# hdmi_timing_ctrl

$ cat config.mk
export PLATFORM = sky130hd
export DESIGN_NAME = hdmi_timing_ctrl
export DESIGN_NICKNAME = d
export VERILOG_FILES = /design/src/rtl/hdmi_timing_ctrl.sv
export SDC_FILE = /design/constraint.sdc
export NUM_CORES = 1
export LEC_CHECK = 0
export ABC_CLOCK_PERIOD_IN_PS = 2300
export CORE_MARGIN = 4
export CORE_UTILIZATION = 44
export DETAILED_ROUTE_END_ITERATION = 10
export GPL_TIMING_DRIVEN = 0
export HOLD_SLACK_MARGIN = 0.02
export PLACE_DENSITY_LB_ADDON = 0.08
export SYNTH_ARGS = -nofsm -noshare
export SYNTH_HDL_FRONTEND = slang
export SYNTH_SLANG_ARGS = --single-unit
$ cat constraint.sdc
create_clock -name PXLCLK_I -period 2.3 [get_ports PXLCLK_I]
set_input_delay 0.23 -clock PXLCLK_I [delete_from_list [all_inputs] [get_ports PXLCLK_I]]
set_output_delay 0.23 -clock PXLCLK_I [all_outputs]
set_load 0.01 [all_outputs]
$ cat src/rtl/hdmi_timing_ctrl.sv
// Video raster generator and pixel-stream sequencer for the HDMI transmitter.
// Locks an SOF-marked pixel stream to the raster and recovers from underflow/misalignment.
module hdmi_timing_ctrl #(
   parameter int unsigned H_ACTIVE = 640,
   parameter int unsigned H_FP     = 16,
   parameter int unsigned H_SYNC   = 96,
   parameter int unsigned H_BP     = 48,
   parameter int unsigned V_ACTIVE = 480,
   parameter int unsigned V_FP     = 10,
   parameter int unsigned V_SYNC   = 2,
   parameter int unsigned V_BP     = 33,
   parameter bit          HS_POL   = 1'b0,
   parameter bit          VS_POL   = 1'b0,
   parameter logic [23:0] FILL_RGB = 24'h000000
) (
   input  logic        PXLCLK_I,
   input  logic        RSTN_I,
   input  logic        ENABLE_I,
   input  logic        PIX_VALID_I,
   input  logic [23:0] PIX_DATA_I,
   input  logic        PIX_SOF_I,
   output logic        PIX_READY_O,
   output logic        VGA_HS_O,
   output logic        VGA_VS_O,
   output logic        VGA_DE_O,
   output logic [23:0] VGA_RGB_O,
   output logic        FRAME_START_O,
   input  logic        ERR_CLR_I,
   output logic        UNDERFLOW_O,
   output logic        SOF_ERR_O
);

   localparam int unsigned H_TOTAL = H_ACTIVE + H_FP + H_SYNC + H_BP;
   localparam int unsigned V_TOTAL = V_ACTIVE + V_FP + V_SYNC + V_BP;
   localparam int unsigned HW      = $clog2(H_TOTAL);
   localparam int unsigned VW      = $clog2(V_TOTAL);

   typedef enum logic [1:0] {IDLE, SYNC_WAIT, ARMED, RUN} state_e;

   state_e          state_q, state_d;
   logic [HW-1:0]   h_cnt_q, h_cnt_d;
   logic [VW-1:0]   v_cnt_q, v_cnt_d;
   logic            hs_q, hs_d, vs_q, vs_d, de_q, de_d, fs_q, fs_d;
   logic            uf_q, uf_d, se_q, se_d;
   logic [23:0]     rgb_q, rgb_d;
   logic            h_last, active, first, frame_end, hs_win, vs_win;
   logic            ready, uf_set, se_set;

   assign h_last    = (32'(h_cnt_q) == H_TOTAL - 1);
   assign frame_end = h_last && (32'(v_cnt_q) == V_TOTAL - 1);
   assign active    = (32'(h_cnt_q) < H_ACTIVE) && (32'(v_cnt_q) < V_ACTIVE);
   assign first     = (h_cnt_q == '0) && (v_cnt_q == '0);
   assign hs_win    = (32'(h_cnt_q) >= H_ACTIVE + H_FP) &&
                      (32'(h_cnt_q) <  H_ACTIVE + H_FP + H_SYNC);
   assign vs_win    = (32'(v_cnt_q) >= V_ACTIVE + V_FP) &&
                      (32'(v_cnt_q) <  V_ACTIVE + V_FP + V_SYNC);

   // Stream faults detected while running; both force a relock.
   assign uf_set = (state_q == RUN) && active && !PIX_VALID_I;
   assign se_set = (state_q == RUN) && active && PIX_VALID_I && (PIX_SOF_I != first);

   // State register
   always_ff @(posedge PXLCLK_I or negedge RSTN_I) begin
      if (!RSTN_I) state_q <= IDLE;
      else         state_q <= state_d;
   end

   // Next-state logic; shutdown at frame_end overrides everything
   always_comb begin
      state_d = state_q;
      case (state_q)
         IDLE:      if (ENABLE_I) state_d = SYNC_WAIT;
         SYNC_WAIT: if (PIX_VALID_I && PIX_SOF_I) state_d = ARMED;
         ARMED:     if (frame_end) state_d = RUN;
         RUN:       if (uf_set || se_set) state_d = SYNC_WAIT;
         default:   state_d = IDLE;
      endcase
      if ((state_q != IDLE) && frame_end && !ENABLE_I) state_d = IDLE;
   end

   // Output logic: handshake and next values of the registered outputs
   always_comb begin
      ready = 1'b0;
      hs_d  = ~HS_POL;
      vs_d  = ~VS_POL;
      de_d  = 1'b0;
      rgb_d = '0;
      fs_d  = 1'b0;
      case (state_q)
         SYNC_WAIT: ready = !PIX_SOF_I;
         RUN:       ready = active && !(PIX_SOF_I && !first);
         default:   ready = 1'b0;
      endcase
      if (state_q != IDLE) begin
         hs_d = hs_win ? HS_POL : ~HS_POL;
         vs_d = vs_win ? VS_POL : ~VS_POL;
         de_d = active;
         fs_d = first;
         if (active)
            rgb_d = ((state_q == RUN) && PIX_VALID_I && ready) ? PIX_DATA_I : FILL_RGB;
      end
      uf_d = uf_set || (uf_q && !ERR_CLR_I);
      se_d = se_set || (se_q && !ERR_CLR_I);
   end

   // Raster counters, frozen at the origin while idle
   always_comb begin
      h_cnt_d = '0;
      v_cnt_d = '0;
      if (state_q != IDLE) begin
         h_cnt_d = h_last ? '0 : h_cnt_q + HW'(1);
         v_cnt_d = v_cnt_q;
         if (h_last) v_cnt_d = (32'(v_cnt_q) == V_TOTAL - 1) ? '0 : v_cnt_q + VW'(1);
      end
   end

   always_ff @(posedge PXLCLK_I or negedge RSTN_I) begin
      if (!RSTN_I) begin
         h_cnt_q <= '0;
         v_cnt_q <= '0;
         hs_q    <= ~HS_POL;
         vs_q    <= ~VS_POL;
         de_q    <= 1'b0;
         rgb_q   <= '0;
         fs_q    <= 1'b0;
         uf_q    <= 1'b0;
         se_q    <= 1'b0;
      end else begin
         h_cnt_q <= h_cnt_d;
         v_cnt_q <= v_cnt_d;
         hs_q    <= hs_d;
         vs_q    <= vs_d;
         de_q    <= de_d;
         rgb_q   <= rgb_d;
         fs_q    <= fs_d;
         uf_q    <= uf_d;
         se_q    <= se_d;
      end
   end

   assign PIX_READY_O   = ready;
   assign VGA_HS_O      = hs_q;
   assign VGA_VS_O      = vs_q;
   assign VGA_DE_O      = de_q;
   assign VGA_RGB_O     = rgb_q;
   assign FRAME_START_O = fs_q;
   assign UNDERFLOW_O   = uf_q;
   assign SOF_ERR_O     = se_q;

endmodule

==> metrics.cfg <==
[clock_tree]
tritoncts=yes
cts_buffers=5
path_clk_slew_ns=0.10
cts.sinks=52
clockRootBuffer=clkbuf_8

[finish]
final_common_cell=clkdlybuf4s50_1
signal_buffers=80
areaGrowthSynthToFinish_pct=41.43
logic_area_mm2=0.001015
finalCoreUtilization_pct=64.31

[synth]
logic_family=simple AND/OR/NAND/NOR gates
yosys-top-cells-count=dfrtp_1, and2_1, nor2_1
synthFlopType=dfrtp_1
synthMuxAreaShare_pct=0.8565
fp_nets=262
synth_chip_area_mm2=0.002337
area_leaders=dfrtp_1, and2_1, ha_1
synth_cell_types=38

[pwr]
power_frac_comb_pct=35.7
p_leak_nw=1.496
total_power_w=0.002785
powerDensity_mw_per_mm2=842.4
top_power_group=registers

[global_routing]
met2_usage_pct=27.83
grt_util_met1_pct=20.77
grt_max_degree=39

[timing]
setup_viol=1
fin_ws_ns=-0.01505
drv_slew=0
slew_headroom_pct=57.25
final-hold-violation-count=0

[critical_path]
path_delay_family=simple AND/OR/NAND/NOR gates
criticalPathCategory=reg -> out
worstReg2RegStart=v_cnt_q[0]
startpoint=v_cnt_q[0]
cp-start-kind=flop
cp_slowest_cell=dfrtp_1
r2r_slack_ns=0.08

[route]
wl_met3_um=614
wl_met2_um=2416
drtPass1Iterations=4

[placement]
place_congestion=0.8042

[run_status]
outcome=finished with violations
violations=setup timing

Figure 1. Floorplan with the power grid (hdmi_timing_ctrl).
The bar under the picture is 20 um long. Pins as bars on the die edge.
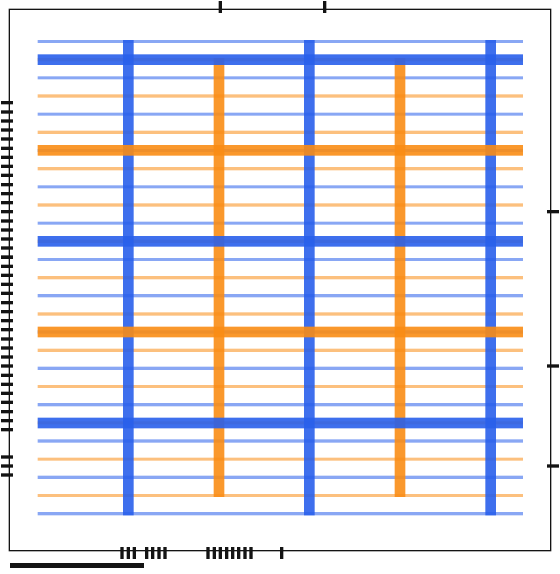
colour	net
orange	VDD
blue	VSS
rows	26
met5 straps	5
signal pins	61
met4 straps	5
peak supply drop: 0.4316 mV
Die Height: 80.88 um
Die Width: 80.88 um


# dsp_mac_sequencer

### config.mk
export PLATFORM = sky130hd
export DESIGN_NAME = dsp_mac_sequencer
export DESIGN_NICKNAME = d
export VERILOG_FILES = /design/src/rtl/dsp_ctrl_pkg.sv /design/src/rtl/dsp_tag_pipe.sv /design/src/rtl/dsp_mac_sequencer.sv
export SDC_FILE = /design/constraint.sdc
export NUM_CORES = 1
export LEC_CHECK = 0
export ABC_AREA = 1
export CAP_MARGIN = 10
export CORE_MARGIN = 4
export CORE_UTILIZATION = 38
export DETAILED_ROUTE_END_ITERATION = 10
export PLACE_DENSITY = 0.78
export SLEW_MARGIN = 20
export SYNTH_ARGS = -nofsm -noshare
export SYNTH_HDL_FRONTEND = slang
export SYNTH_SLANG_ARGS = --single-unit
### constraint.sdc
create_clock -name CLK -period 1.8 [get_ports CLK]
set_clock_uncertainty 0.2 [all_clocks]
set_input_delay 0.36 -clock CLK [delete_from_list [all_inputs] [get_ports CLK]]
set_output_delay 0.36 -clock CLK [all_outputs]
set_load 0.05 [all_outputs]
### src/rtl/dsp_ctrl_pkg.sv
// Shared definitions for the DSP48A1 MAC sequencer.
//   - X/Z multiplexer field codes of the slice OPMODE bus
//   - OPMODE words used by the sequencer (idle, first product, accumulate)
//   - FSM state encoding and the per-slot tag carried alongside the slice pipeline
package dsp_ctrl_pkg;

  // OPMODE[1:0] selects the X multiplexer, OPMODE[3:2] the Z multiplexer.
  localparam logic [1:0] X_ZERO = 2'b00;
  localparam logic [1:0] X_M    = 2'b01;
  localparam logic [1:0] Z_ZERO = 2'b00;
  localparam logic [1:0] Z_P    = 2'b10;

  localparam logic [7:0] OPM_IDLE  = 8'h00;
  localparam logic [7:0] OPM_FIRST = {4'h0, Z_ZERO, X_M};  // P = M
  localparam logic [7:0] OPM_ACC   = {4'h0, Z_P, X_M};     // P = P + M

  typedef enum logic [1:0] {
    ST_IDLE  = 2'd0,
    ST_RUN   = 2'd1,
    ST_DRAIN = 2'd2,
    ST_HOLD  = 2'd3
  } state_t;

  // valid: slot belongs to a sequence (operand pair or in-sequence bubble)
  // first: slot starts a new sum (Z = 0)
  // last : slot carries the final pair; its P is the result
  typedef struct packed {
    logic valid;
    logic first;
    logic last;
  } tag_t;

  function automatic logic [7:0] tag_opmode(input logic valid, input logic first);
    if (!valid)     return OPM_IDLE;
    else if (first) return OPM_FIRST;
    else            return OPM_ACC;
  endfunction

endpackage

### src/rtl/dsp_tag_pipe.sv
// Tag shift register that travels alongside the DSP48A1 pipeline.
// Stage 0 is loaded on the same edge that loads DSP_A/DSP_B, so stage k
// describes the slot whose operands were at the slice ports k cycles ago.
//   clk, rst_n : clock, asynchronous active-low reset
//   en         : shift enable (mirrors the slice clock enable)
//   clr        : synchronous clear of every stage
//   tag_in     : tag for the slot being presented this cycle
//   opm_valid/opm_first : tag at OPM_DLY, used to form OPMODE
//   last_out   : a last tag has reached DSP_LAT, i.e. P holds the result
module dsp_tag_pipe
  import dsp_ctrl_pkg::*;
#(
  parameter int unsigned OPM_DLY = 2,
  parameter int unsigned DSP_LAT = 4
) (
  input  logic clk,
  input  logic rst_n,
  input  logic en,
  input  logic clr,
  input  tag_t tag_in,
  output logic opm_valid,
  output logic opm_first,
  output logic last_out
);

  tag_t pipe [0:DSP_LAT];

  always_ff @(posedge clk or negedge rst_n) begin
    if (!rst_n) begin
      for (int unsigned i = 0; i <= DSP_LAT; i++) pipe[i] <= '0;
    end else if (clr) begin
      for (int unsigned i = 0; i <= DSP_LAT; i++) pipe[i] <= '0;
    end else if (en) begin
      pipe[0] <= tag_in;
      for (int unsigned i = 1; i <= DSP_LAT; i++) pipe[i] <= pipe[i-1];
    end
  end

  assign opm_valid = pipe[OPM_DLY].valid;
  assign opm_first = pipe[OPM_DLY].first;
  assign last_out  = pipe[DSP_LAT].valid && pipe[DSP_LAT].last;

endmodule

### src/rtl/dsp_mac_sequencer.sv
// Sequences one DSP48A1 slice (all pipeline registers enabled) as a signed
// multiply-accumulate engine over a valid/ready stream of A/B pairs.
//   CLK, RSTN                 : clock, asynchronous active-low reset
//   s_valid/s_ready/s_a/s_b/s_last : operand stream, s_last marks the final pair
//   abort                     : synchronous abort of the current sequence
//   m_valid/m_ready/m_data/m_count : result port (48-bit sum, pair count)
//   DSP_A/B/C/D/OPMODE/CE/RST : slice control, DSP_P : slice P output
module dsp_mac_sequencer
  import dsp_ctrl_pkg::*;
#(
  parameter int unsigned DSP_LAT = 4,
  parameter int unsigned OPM_DLY = 2,
  parameter int unsigned CNT_W   = 16
) (
  input  logic             CLK,
  input  logic             RSTN,
  input  logic             s_valid,
  output logic             s_ready,
  input  logic [17:0]      s_a,
  input  logic [17:0]      s_b,
  input  logic             s_last,
  input  logic             abort,
  output logic             m_valid,
  input  logic             m_ready,
  output logic [47:0]      m_data,
  output logic [CNT_W-1:0] m_count,
  output logic [17:0]      DSP_A,
  output logic [17:0]      DSP_B,
  output logic [47:0]      DSP_C,
  output logic [17:0]      DSP_D,
  output logic [7:0]       DSP_OPMODE,
  output logic             DSP_CE,
  output logic             DSP_RST,
  input  logic [47:0]      DSP_P
);

  state_t           state, state_nx;
  logic             dsp_rst;
  logic [17:0]      a_q, b_q, a_nx, b_nx;
  logic [CNT_W-1:0] count_q, count_nx;
  logic             m_valid_q;
  logic [47:0]      m_data_q;
  logic [CNT_W-1:0] m_count_q;
  tag_t             tag_in;
  logic             opm_valid, opm_first, last_out;
  logic             accept, capture, release_res;

  // dsp_rst is high for the cycle after reset release or abort; gating
  // s_ready and CE with it keeps that cycle free of new operands.
  assign s_ready = ((state == ST_IDLE) || (state == ST_RUN)) && !dsp_rst;
  assign DSP_CE  = (state != ST_HOLD) && !dsp_rst;
  assign accept  = s_valid && s_ready;

  always_comb begin
    state_nx    = state;
    tag_in      = '0;
    a_nx        = '0;
    b_nx        = '0;
    count_nx    = count_q;
    capture     = 1'b0;
    release_res = 1'b0;
    unique case (state)
      ST_IDLE: begin
        if (accept) begin
          a_nx         = s_a;
          b_nx         = s_b;
          tag_in.valid = 1'b1;
          tag_in.first = 1'b1;
          tag_in.last  = s_last;
          count_nx     = CNT_W'(1);
          state_nx     = s_last ? ST_DRAIN : ST_RUN;
        end
      end
      ST_RUN: begin
        // Bubbles are zero operands with ACC opmode: they add nothing.
        tag_in.valid = 1'b1;
        if (accept) begin
          a_nx        = s_a;
          b_nx        = s_b;
          tag_in.last = s_last;
          if (count_q != '1) count_nx = count_q + CNT_W'(1);
          if (s_last) state_nx = ST_DRAIN;
        end
      end
      ST_DRAIN: begin
        tag_in.valid = 1'b1;
        if (last_out) begin
          capture  = 1'b1;
          state_nx = ST_HOLD;
        end
      end
      ST_HOLD: begin
        if (m_ready) begin
          release_res = 1'b1;
          state_nx    = ST_IDLE;
        end
      end
      default: state_nx = ST_IDLE;
    endcase
    if (abort) begin
      state_nx = ST_IDLE;
      tag_in   = '0;
      a_nx     = '0;
      b_nx     = '0;
    end
  end

  always_ff @(posedge CLK or negedge RSTN) begin
    if (!RSTN) begin
      state     <= ST_IDLE;
      dsp_rst   <= 1'b1;
      a_q       <= '0;
      b_q       <= '0;
      count_q   <= '0;
      m_valid_q <= 1'b0;
      m_data_q  <= '0;
      m_count_q <= '0;
    end else begin
      state   <= state_nx;
      dsp_rst <= abort;
      a_q     <= a_nx;
      b_q     <= b_nx;
      count_q <= count_nx;
      if (abort) begin
        m_valid_q <= 1'b0;
      end else if (capture) begin
        m_valid_q <= 1'b1;
        m_data_q  <= DSP_P;
        m_count_q <= count_q;
      end else if (release_res) begin
        m_valid_q <= 1'b0;
      end
    end
  end

  dsp_tag_pipe #(
    .OPM_DLY(OPM_DLY),
    .DSP_LAT(DSP_LAT)
  ) u_tag_pipe (
    .clk      (CLK),
    .rst_n    (RSTN),
    .en       (DSP_CE),
    .clr      (abort),
    .tag_in   (tag_in),
    .opm_valid(opm_valid),
    .opm_first(opm_first),
    .last_out (last_out)
  );

  assign DSP_OPMODE = tag_opmode(opm_valid, opm_first);
  assign DSP_A      = a_q;
  assign DSP_B      = b_q;
  assign DSP_C      = '0;
  assign DSP_D      = '0;
  assign DSP_RST    = dsp_rst;
  assign m_valid    = m_valid_q;
  assign m_data     = m_data_q;
  assign m_count    = m_count_q;

endmodule

Figure 2. Floorplan with the power grid (dsp_mac_sequencer).
The bar under the picture is 50 um long. Pins as bars on the die edge.
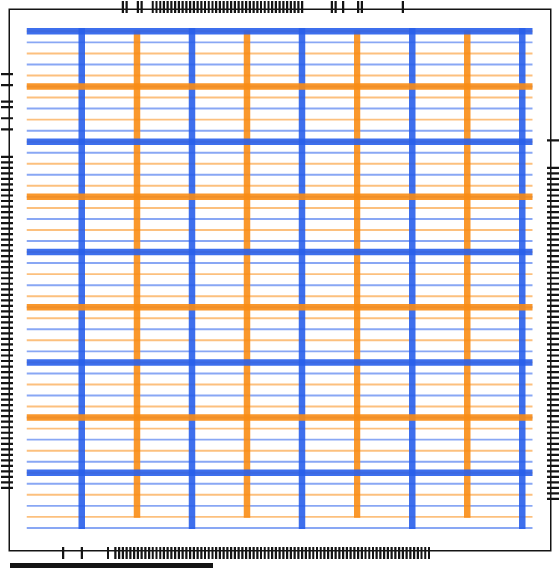
colour	net
blue	VSS
orange	VDD
met1 rails	46
rows	45

Figure 3. Placed cells, one colour a class (dsp_mac_sequencer).
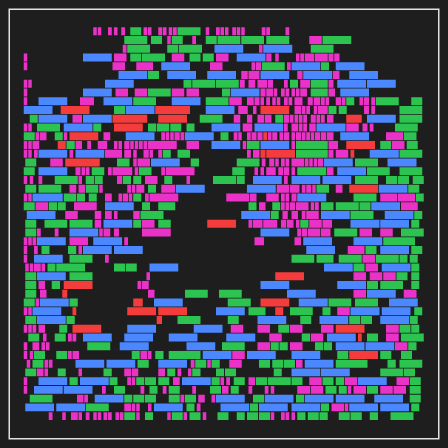
colour	class	cells	share of their area
blue	sequential cells	133	34%
red	clock drivers and dummy loads	31	6.0%
green	remaining buffers and delay cells	264	33%
magenta	remaining logic cells	427	27%
Seq area share: 33.40%
row cnt: 45

Figure 4. Clock wires, drivers and flops (dsp_mac_sequencer).
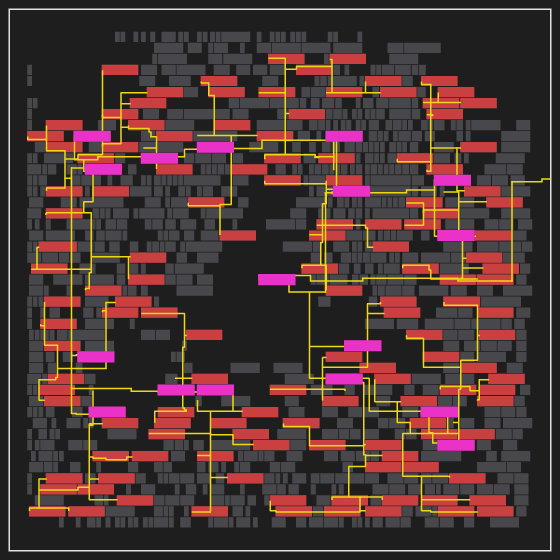
[red] flip-flops | count: 133
[yellow] clock wires | length: 1,720 um
[magenta] clock-net drivers | count: 17
flops lie	spread over the die
routed clock nets	18

==> metrics.cfg <==
[global_routing]
grt_pass1_vias=4708
grt.busiest_layer=met2
met2_usage_pct=29.91
grt_max_degree=38
grt_util_met1_pct=19.82
grt_pass1_wl_um=24090

[finish]
layout_top_cells=dfrtp_1, buf_4, clkdlybuf4s50_1
sh_comb_area_pct=23.27
design_area_mm2=0.009968
diodes=0
largest_register_ffs=48

[critical_path]
cp-start-kind=flop
worstPathRequired_ns=1.24
worstReg2RegStart=state[1]
r2r_cells=11
cp_slowest_cell=dfrtp_1
crit_buf_inv=3
worstSetupEndpoint=s_ready

[synth]
aoi_share_pct=3.976
avgSynthCellArea_um2=10.25
ys_sh_simple_pct=12.54
syn_inst=580

[run_status]
violations=setup timing
outcome=finished with violations

[pwr]
top_power_group=clock
power_frac_comb_pct=25.2
peakVddDrop_mv=0.9135
p_clk_share_pct=39.0
comb-power_w=0.00222
switchingPower_w=0.002601
p_leak_nw=4.984

[route]
totalWireLength_um=16050
wl_per_cell_um=15.05
vias_per_cell=4.354
drtIter0Drc=220
wl_met1_um=6123

[die]
die_area_mm2=0.01772
die_h_um=133.1
die_w_um=133.1
ios=268

[placement]
pre_cts_ws_ns=-0.2851
dpl.hpwl_um=11100

[timing]
hold_slack_ns=0.2233
setup_viol=109
fin_ws_ns=-0.2551


# shiftreg_receiver_flat

[src/rtl/shiftreg_receiver_if.sv]
`default_nettype none
// ============================================================================
// Module   : shiftreg_receiver_if
// Purpose  : Serial frame select/data inputs and latched frame outputs.
// Revision : 1.0 - initial release
// ============================================================================
interface shiftreg_receiver_if #(
    parameter int SIZESRSTAT = 88,
    parameter int SIZESRDYN  = 16
) ();
    logic                  SELDYN;
    logic                  SELSTAT;
    logic                  SIGNAL_IN;
    logic [SIZESRDYN-1:0]  DYNLATCH;
    logic [SIZESRSTAT-1:0] STATLATCH;
    logic                  DYN_VALID;
    logic                  STAT_VALID;
    logic                  FRAME_ERR;
    logic                  BUSY;

    modport master (
        output SELDYN, SELSTAT, SIGNAL_IN,
        input  DYNLATCH, STATLATCH, DYN_VALID, STAT_VALID, FRAME_ERR, BUSY
    );

    modport slave (
        input  SELDYN, SELSTAT, SIGNAL_IN,
        output DYNLATCH, STATLATCH, DYN_VALID, STAT_VALID, FRAME_ERR, BUSY
    );
endinterface
`default_nettype wire

[src/rtl/shiftreg_receiver.sv]
`default_nettype none
// ============================================================================
// Module   : shiftreg_receiver
// Purpose  : MSB-first serial receiver for dynamic and static frames.
// Revision : 1.0 - initial release
// ============================================================================
module shiftreg_receiver #(
    parameter int SIZESRSTAT = 88,
    parameter int SIZESRDYN  = 16,
    parameter int SIZECNT    = 7
) (
    input  wire logic          CLK,
    input  wire logic          RST,
    shiftreg_receiver_if.slave bus
);
    localparam logic [1:0] c_idle    = 2'd0;
    localparam logic [1:0] c_rx_dyn  = 2'd1;
    localparam logic [1:0] c_rx_stat = 2'd2;

    localparam logic [SIZECNT-1:0] c_dyn_len  = SIZECNT'(SIZESRDYN);
    localparam logic [SIZECNT-1:0] c_stat_len = SIZECNT'(SIZESRSTAT);
    localparam logic [SIZECNT-1:0] c_cnt_one  = SIZECNT'(1);

    logic [1:0]            state_q, state_d;
    logic [SIZECNT-1:0]    cnt_q, cnt_d;
    // Only the first N-1 bits are stored; the final bit goes straight to the latch.
    logic [SIZESRDYN-2:0]  sr_dyn_q, sr_dyn_d;
    logic [SIZESRSTAT-2:0] sr_stat_q, sr_stat_d;
    logic [SIZESRDYN-1:0]  dyn_latch_q, dyn_latch_d;
    logic [SIZESRSTAT-1:0] stat_latch_q, stat_latch_d;
    logic                  dyn_valid_q, dyn_valid_d;
    logic                  stat_valid_q, stat_valid_d;
    logic                  frame_err_q, frame_err_d;

    logic                  w_dyn_bit, w_stat_bit, w_both;
    logic                  w_dyn_take, w_stat_take;
    logic                  w_dyn_last, w_stat_last, w_abort;
    logic [SIZECNT-1:0]    w_cnt_next;

    assign w_dyn_bit   = bus.SELDYN & ~bus.SELSTAT;
    assign w_stat_bit  = bus.SELSTAT & ~bus.SELDYN;
    assign w_both      = bus.SELDYN & bus.SELSTAT;
    assign w_cnt_next  = (state_q == c_idle) ? c_cnt_one : cnt_q + c_cnt_one;
    assign w_dyn_take  = w_dyn_bit & ((state_q == c_idle) | (state_q == c_rx_dyn));
    assign w_stat_take = w_stat_bit & ((state_q == c_idle) | (state_q == c_rx_stat));
    assign w_dyn_last  = w_dyn_take & (w_cnt_next == c_dyn_len);
    assign w_stat_last = w_stat_take & (w_cnt_next == c_stat_len);
    // Any select pattern other than "own select only" ends a frame in progress.
    assign w_abort     = w_both
                       | ((state_q == c_rx_dyn)  & ~w_dyn_bit)
                       | ((state_q == c_rx_stat) & ~w_stat_bit);

    always_ff @(posedge CLK) begin
        if (RST) begin
            state_q <= c_idle;
        end else begin
            state_q <= state_d;
        end
    end

    always_comb begin
        state_d = state_q;
        case (state_q)
            c_idle: begin
                if (w_dyn_bit) begin
                    state_d = w_dyn_last ? c_idle : c_rx_dyn;
                end else if (w_stat_bit) begin
                    state_d = w_stat_last ? c_idle : c_rx_stat;
                end
            end
            c_rx_dyn:  state_d = (w_dyn_bit & ~w_dyn_last) ? c_rx_dyn : c_idle;
            c_rx_stat: state_d = (w_stat_bit & ~w_stat_last) ? c_rx_stat : c_idle;
            default:   state_d = c_idle;
        endcase
    end

    always_comb begin
        cnt_d        = cnt_q;
        sr_dyn_d     = sr_dyn_q;
        sr_stat_d    = sr_stat_q;
        dyn_latch_d  = dyn_latch_q;
        stat_latch_d = stat_latch_q;
        dyn_valid_d  = 1'b0;
        stat_valid_d = 1'b0;
        frame_err_d  = 1'b0;
        if (w_dyn_take) begin
            if (w_dyn_last) begin
                dyn_latch_d = {sr_dyn_q, bus.SIGNAL_IN};
                dyn_valid_d = 1'b1;
                sr_dyn_d    = '0;
                cnt_d       = '0;
            end else begin
                sr_dyn_d = {sr_dyn_q[SIZESRDYN-3:0], bus.SIGNAL_IN};
                cnt_d    = w_cnt_next;
            end
        end else if (w_stat_take) begin
            if (w_stat_last) begin
                stat_latch_d = {sr_stat_q, bus.SIGNAL_IN};
                stat_valid_d = 1'b1;
                sr_stat_d    = '0;
                cnt_d        = '0;
            end else begin
                sr_stat_d = {sr_stat_q[SIZESRSTAT-3:0], bus.SIGNAL_IN};
                cnt_d     = w_cnt_next;
            end
        end
        if (w_abort) begin
            cnt_d       = '0;
            sr_dyn_d    = '0;
            sr_stat_d   = '0;
            frame_err_d = 1'b1;
        end
    end

    always_ff @(posedge CLK) begin
        if (RST) begin
            cnt_q        <= '0;
            sr_dyn_q     <= '0;
            sr_stat_q    <= '0;
            dyn_latch_q  <= '0;
            stat_latch_q <= '0;
            dyn_valid_q  <= 1'b0;
            stat_valid_q <= 1'b0;
            frame_err_q  <= 1'b0;
        end else begin
            cnt_q        <= cnt_d;
            sr_dyn_q     <= sr_dyn_d;
            sr_stat_q    <= sr_stat_d;
            dyn_latch_q  <= dyn_latch_d;
            stat_latch_q <= stat_latch_d;
            dyn_valid_q  <= dyn_valid_d;
            stat_valid_q <= stat_valid_d;
            frame_err_q  <= frame_err_d;
        end
    end

    assign bus.DYNLATCH   = dyn_latch_q;
    assign bus.STATLATCH  = stat_latch_q;
    assign bus.DYN_VALID  = dyn_valid_q;
    assign bus.STAT_VALID = stat_valid_q;
    assign bus.FRAME_ERR  = frame_err_q;
    assign bus.BUSY       = (state_q != c_idle);
endmodule
`default_nettype wire
[src/flat_wrapper.sv]
// flat-port wrapper written by rule: the top's interface ports become plain ports
module shiftreg_receiver_flat 
#(
    parameter int SIZESRSTAT = 88,
    parameter int SIZESRDYN  = 16,
    parameter int SIZECNT    = 7
)
  (CLK, RST, bus_SELDYN, bus_SELSTAT, bus_SIGNAL_IN, bus_DYNLATCH, bus_STATLATCH, bus_DYN_VALID, bus_STAT_VALID, bus_FRAME_ERR, bus_BUSY);
  shiftreg_receiver_if #(.SIZESRSTAT(SIZESRSTAT), .SIZESRDYN(SIZESRDYN)) bus_i ();
  input  wire logic CLK;
  input  wire logic RST;
  input wire logic [$bits(bus_i.SELDYN)-1:0] bus_SELDYN;
  input wire logic [$bits(bus_i.SELSTAT)-1:0] bus_SELSTAT;
  input wire logic [$bits(bus_i.SIGNAL_IN)-1:0] bus_SIGNAL_IN;
  output wire logic [$bits(bus_i.DYNLATCH)-1:0] bus_DYNLATCH;
  output wire logic [$bits(bus_i.STATLATCH)-1:0] bus_STATLATCH;
  output wire logic [$bits(bus_i.DYN_VALID)-1:0] bus_DYN_VALID;
  output wire logic [$bits(bus_i.STAT_VALID)-1:0] bus_STAT_VALID;
  output wire logic [$bits(bus_i.FRAME_ERR)-1:0] bus_FRAME_ERR;
  output wire logic [$bits(bus_i.BUSY)-1:0] bus_BUSY;
  assign bus_i.SELDYN = bus_SELDYN;
  assign bus_i.SELSTAT = bus_SELSTAT;
  assign bus_i.SIGNAL_IN = bus_SIGNAL_IN;
  assign bus_DYNLATCH = bus_i.DYNLATCH;
  assign bus_STATLATCH = bus_i.STATLATCH;
  assign bus_DYN_VALID = bus_i.DYN_VALID;
  assign bus_STAT_VALID = bus_i.STAT_VALID;
  assign bus_FRAME_ERR = bus_i.FRAME_ERR;
  assign bus_BUSY = bus_i.BUSY;
  shiftreg_receiver #(.SIZESRSTAT(SIZESRSTAT), .SIZESRDYN(SIZESRDYN), .SIZECNT(SIZECNT)) u_core (.CLK(CLK), .RST(RST), .bus(bus_i));
endmodule
[config.mk]
export PLATFORM = sky130hd
export DESIGN_NAME = shiftreg_receiver_flat
export DESIGN_NICKNAME = d
export VERILOG_FILES = /design/src/rtl/shiftreg_receiver_if.sv /design/src/rtl/shiftreg_receiver.sv /design/src/flat_wrapper.sv
export SDC_FILE = /design/constraint.sdc
export NUM_CORES = 1
export LEC_CHECK = 0
export CAP_MARGIN = 20
export CORE_AREA = 8 8 147 149
export CTS_CLUSTER_SIZE = 16
export DETAILED_ROUTE_END_ITERATION = 12
export DIE_AREA = 0 0 155 157
export HOLD_SLACK_MARGIN = 0.02
export PLACE_DENSITY_LB_ADDON = 0.3
export SLEW_MARGIN = 10
export SYNTH_ARGS = -nofsm -noshare
export SYNTH_HDL_FRONTEND = slang
export SYNTH_SLANG_ARGS = --single-unit
[constraint.sdc]
create_clock -name CLK -period 2.42 [get_ports CLK]
set_input_delay 0.363 -clock CLK [delete_from_list [all_inputs] [get_ports CLK]]
set_output_delay 0.363 -clock CLK [all_outputs]
set_load 0.05 [all_outputs]
Figure 5. Floorplan with the power grid (shiftreg_receiver_flat).
The bar under the picture is 50 um long. Pins as bars on the die edge.
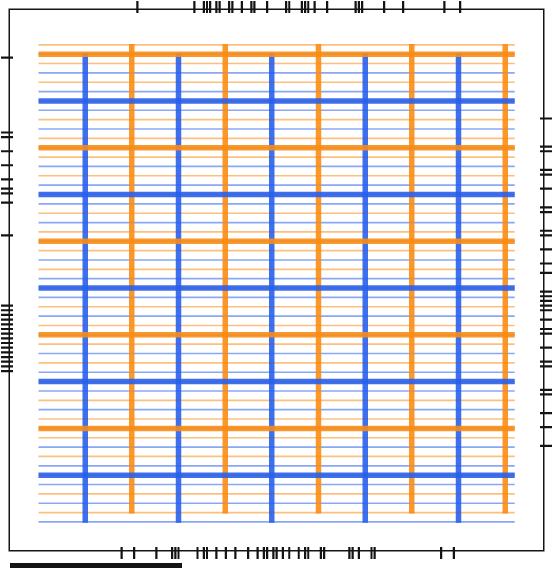
colour	net
blue	VSS
orange	VDD
rows	51
met1 rails	52
met5 straps	10
peak supply drop: 0.5423 mV
Die Width: 155 um
Die Height: 157 um
Core Box Area: 0.01921 mm2

Figure 6. Placed cells, one colour a class (shiftreg_receiver_flat).
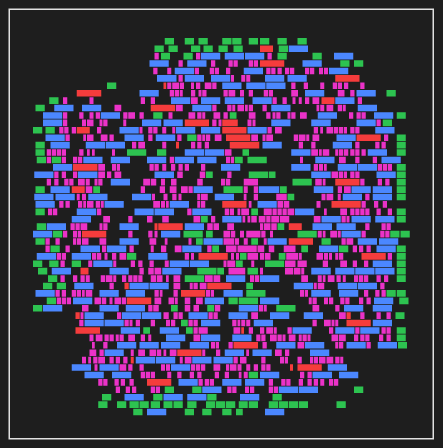
colour	class	cells	share of their area
red	clock drivers and dummy loads	43	7.8%
magenta	remaining logic cells	691	36%
green	remaining buffers and delay cells	151	15%
blue	sequential cells	218	42%
row cnt: 51
final core occ: 56.48%
Seq area share: 40.24%
final instance area: 0.01085 mm2

==> metrics.cfg <==
[run_status]
outcome=finished clean

[synth]
top_area_share_pct=51.13
ys_cells=1022
syn_inst=1022
synth_cell_types=39
synth_area_mm2=0.008536
avgSynthCellArea_um2=8.352
synth_top_cell_by_count=dfxtp_1

[route]
wl_met1_um=10230
antenna_left=0
vias_per_cell=5.697
drtIter0Drc=554
totalWireLength_um=22820
drtPass1Iterations=7

[finish]
drive_above_1_share_pct=8.522
largest_cell_class=registers
n_all_inverters=2
seqCellArea_mm2=0.004365
largest_register_ffs=88
buffer_area_share_pct=14.53

[pwr]
switching_share_pct=21.63
p_clk_w=0.00376
sequentialPower_w=0.00360

[clock_tree]
hold_buffers=0

[critical_path]
criticalPathCategory=reg -> reg
cp-start-kind=flop
r2r_slack_ns=0.15
startpoint=u_core.cnt_q[1]
worstReg2RegStart=u_core.cnt_q[1]

[die]
num_tap_cells=265

[timing]
final-hold-violation-count=0
period_minus_slack_ns=2.274
slew_headroom_pct=56.95
tns_ns=0
drv_slew=0

[placement]
dp.cells=1322

[hold_path]
hold_class=in -> reg


# ram_byte_arbiter

File: src/rtl/ram_arb_pkg.sv
// Shared encodings for the byte-enabled RAM arbiter: owner states and byte-lane enables.
// Pure declarations; no logic, no latency, no flow control.
// Imported by ram_arb_pick and ram_byte_arbiter.
package ram_arb_pkg;

  typedef enum logic [1:0] {
    OWN_NONE = 2'd0,
    OWN0     = 2'd1,
    OWN1     = 2'd2
  } owner_e;

  localparam logic [1:0] BE_NONE = 2'b00;
  localparam logic [1:0] BE_LO   = 2'b01;
  localparam logic [1:0] BE_HI   = 2'b10;
  localparam logic [1:0] BE_ALL  = 2'b11;

endpackage

File: src/rtl/ram_arb_pick.sv
// Winner select for two requesters: locked owner first, then round-robin (or fixed priority).
// Purely combinational; a locked owner yields once the other port has waited out the burst limit.
// RAM_ARB_FIXED_PRIO_EN: fixed priority port 0 over port 1 instead of round-robin.
module ram_arb_pick
  import ram_arb_pkg::*;
#(
  parameter int MAX_BURST = 4,
  parameter int CW        = $clog2(MAX_BURST) + 1
) (
  input  logic [1:0]    req,
  input  owner_e        owner,
  input  logic          lock_held,
  input  logic [CW-1:0] burst_cnt,
  input  logic          last,
  output logic [1:0]    gnt
);

  logic burst_full;

  assign burst_full = (burst_cnt == CW'(MAX_BURST - 1));

`ifdef RAM_ARB_FIXED_PRIO_EN
  logic unused_last;
  assign unused_last = last;
`endif

  always_comb begin
    gnt = 2'b00;
    if (lock_held && (owner == OWN0) && req[0]) begin
      gnt = (req[1] && burst_full) ? 2'b10 : 2'b01;
    end else if (lock_held && (owner == OWN1) && req[1]) begin
      gnt = (req[0] && burst_full) ? 2'b01 : 2'b10;
    end else begin
`ifdef RAM_ARB_FIXED_PRIO_EN
      if (req[0]) begin
        gnt = 2'b01;
      end else if (req[1]) begin
        gnt = 2'b10;
      end
`else
      // On a tie the port that did not win last goes next.
      case (req)
        2'b01:   gnt = 2'b01;
        2'b10:   gnt = 2'b10;
        2'b11:   gnt = last ? 2'b01 : 2'b10;
        default: gnt = 2'b00;
      endcase
`endif
    end
  end

endmodule

File: src/rtl/ram_byte_arbiter.sv
// Shares one single-port byte-enabled RAM between two masters with round-robin and burst locking.
// Grant and RAM drive are combinational; read data returns registered one cycle after the grant.
// Losers hold req until granted. RAM_ARB_FIXED_PRIO_EN selects fixed priority (port 0 first).
module ram_byte_arbiter
  import ram_arb_pkg::*;
#(
  parameter int DATA_WIDTH = 16,
  parameter int ADDR_WIDTH = 8,
  parameter int MAX_BURST  = 4
) (
  input  logic                  clk,
  input  logic                  rst,
  input  logic                  req0,
  input  logic                  req1,
  input  logic                  we0,
  input  logic                  we1,
  input  logic [1:0]            be0,
  input  logic [1:0]            be1,
  input  logic                  lock0,
  input  logic                  lock1,
  input  logic [ADDR_WIDTH-1:0] addr0,
  input  logic [ADDR_WIDTH-1:0] addr1,
  input  logic [DATA_WIDTH-1:0] wdata0,
  input  logic [DATA_WIDTH-1:0] wdata1,
  output logic                  gnt0,
  output logic                  gnt1,
  output logic                  rvalid0,
  output logic                  rvalid1,
  output logic [DATA_WIDTH-1:0] rdata0,
  output logic [DATA_WIDTH-1:0] rdata1,
  output logic                  ram_we,
  output logic [1:0]            ram_byte_ena,
  output logic [ADDR_WIDTH-1:0] ram_addr,
  output logic [DATA_WIDTH-1:0] ram_wdata,
  input  logic [DATA_WIDTH-1:0] ram_rdata
);

  localparam int CW = $clog2(MAX_BURST) + 1;

  owner_e        owner_q, owner_d;
  logic          last_q, last_d;
  logic [CW-1:0] burst_q, burst_d, burst_inc;
  logic [1:0]    gnt_raw, gnt;

  ram_arb_pick #(
    .MAX_BURST (MAX_BURST),
    .CW        (CW)
  ) u_pick (
    .req       ({req1, req0}),
    .owner     (owner_q),
    .lock_held (owner_q != OWN_NONE),
    .burst_cnt (burst_q),
    .last      (last_q),
    .gnt       (gnt_raw)
  );

  // Nothing reaches the RAM while reset is held.
  assign gnt  = rst ? 2'b00 : gnt_raw;
  assign gnt0 = gnt[0];
  assign gnt1 = gnt[1];

  always_comb begin
    ram_we       = 1'b0;
    ram_byte_ena = BE_NONE;
    ram_addr     = '0;
    ram_wdata    = '0;
    if (gnt[0]) begin
      ram_we       = we0 & (|be0);
      ram_byte_ena = be0;
      ram_addr     = addr0;
      ram_wdata    = wdata0;
    end else if (gnt[1]) begin
      ram_we       = we1 & (|be1);
      ram_byte_ena = be1;
      ram_addr     = addr1;
      ram_wdata    = wdata1;
    end
  end

  assign burst_inc = (burst_q == CW'(MAX_BURST - 1)) ? burst_q : burst_q + CW'(1);

  always_comb begin
    owner_d = OWN_NONE;
    burst_d = '0;
    last_d  = last_q;
    if (gnt[0]) begin
      last_d = 1'b0;
      if (lock0) begin
        owner_d = OWN0;
        burst_d = (owner_q == OWN0) ? burst_inc : '0;
      end
    end else if (gnt[1]) begin
      last_d = 1'b1;
      if (lock1) begin
        owner_d = OWN1;
        burst_d = (owner_q == OWN1) ? burst_inc : '0;
      end
    end
  end

  always_ff @(posedge clk) begin
    if (rst) begin
      owner_q <= OWN_NONE;
      last_q  <= 1'b1;
      burst_q <= '0;
    end else begin
      owner_q <= owner_d;
      last_q  <= last_d;
      burst_q <= burst_d;
    end
  end

  always_ff @(posedge clk) begin
    if (rst) begin
      rvalid0 <= 1'b0;
      rvalid1 <= 1'b0;
      rdata0  <= '0;
      rdata1  <= '0;
    end else begin
      rvalid0 <= gnt[0] & ~we0;
      rvalid1 <= gnt[1] & ~we1;
      if (gnt[0] && !we0) rdata0 <= ram_rdata;
      if (gnt[1] && !we1) rdata1 <= ram_rdata;
    end
  end

endmodule
File: config.mk
export PLATFORM = sky130hd
export DESIGN_NAME = ram_byte_arbiter
export DESIGN_NICKNAME = d
export VERILOG_FILES = /design/src/rtl/ram_arb_pkg.sv /design/src/rtl/ram_arb_pick.sv /design/src/rtl/ram_byte_arbiter.sv
export SDC_FILE = /design/constraint.sdc
export NUM_CORES = 1
export LEC_CHECK = 0
export ABC_AREA = 0
export CORE_UTILIZATION = 30
export CTS_BUF_LIST = sky130_fd_sc_hd__clkbuf_16
export CTS_CLUSTER_SIZE = 16
export DETAILED_ROUTE_END_ITERATION = 6
export PLACE_DENSITY = 0.8
export SLEW_MARGIN = 20
export SYNTH_ARGS = -nofsm -noshare
export SYNTH_HDL_FRONTEND = slang
export SYNTH_SLANG_ARGS = --single-unit
File: constraint.sdc
create_clock -name clk -period 2.2 [get_ports clk]
set_input_delay 0.33 -clock clk [delete_from_list [all_inputs] [get_ports clk]]
set_output_delay 0.33 -clock clk [all_outputs]
set_load 0.005 [all_outputs]
Figure 7. Floorplan with the power grid (ram_byte_arbiter).
The bar under the picture is 20 um long. Pins as bars on the die edge.
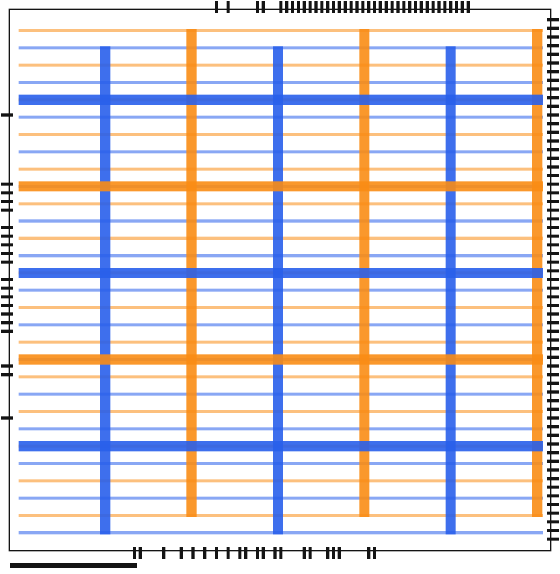
colour	net
blue	VSS
orange	VDD
rows	29
met1 rails	30
met4 straps	6
Die Height: 84.83 um
Core Box Area: 0.006495 mm2
peak supply drop: 0.3679 mV
Die Width: 84.83 um

==> metrics.cfg <==
[synth]
ys_cells=213
yosys-top-cells-count=dfxtp_1, nand2b_1, a22o_1

[timing]
worst_pin_slew_ns=0.3946
setup_viol=27
fin_ws_ns=-0.1297

[hold_path]
hold_class=reg -> reg

[pwr]
p_clk_share_pct=38.7
sequentialPower_w=0.000780

[finish]
nMultiInputCombCells=143

[route]
drc=15

[global_routing]
grt.busiest_layer=met2
overflow=0

[critical_path]
worstPathRequired_ns=1.87
r2r_slack_ns=0.01

[clock_tree]
htreeDepth=2

[run_status]
violations=DRC, setup timing
outcome=finished with violations



==> layout pictures side by side <==
Clock wires, drivers and flops.
picture 1
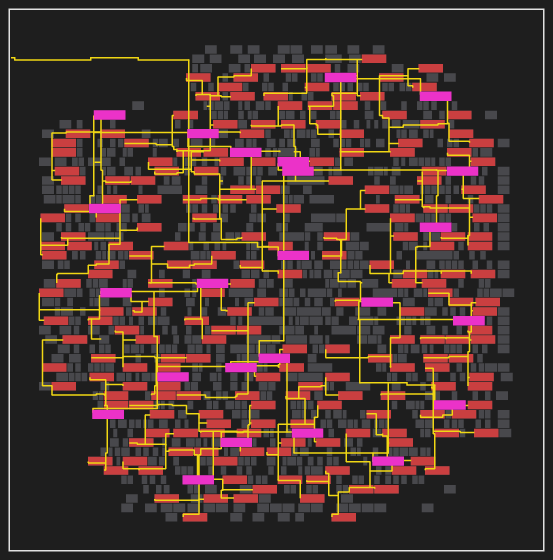
picture 2
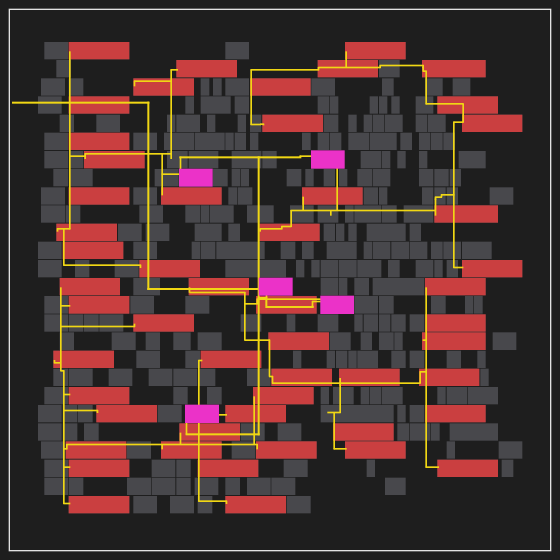
picture 3
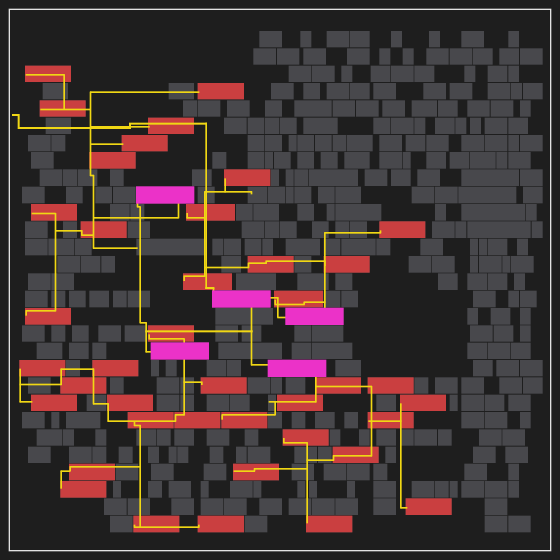
The one with the fewest sequential cells is picture 3.
The one with the most sequential cells is picture 1.
shiftreg_receiver_flat -> picture 1
ram_byte_arbiter -> picture 3
hdmi_timing_ctrl -> picture 2

Key to picture 2:
[yellow] clock wires | length: 614 um
[red] flip-flops | count: 52
[magenta] clock-net drivers | count: 5
routed clock nets	6

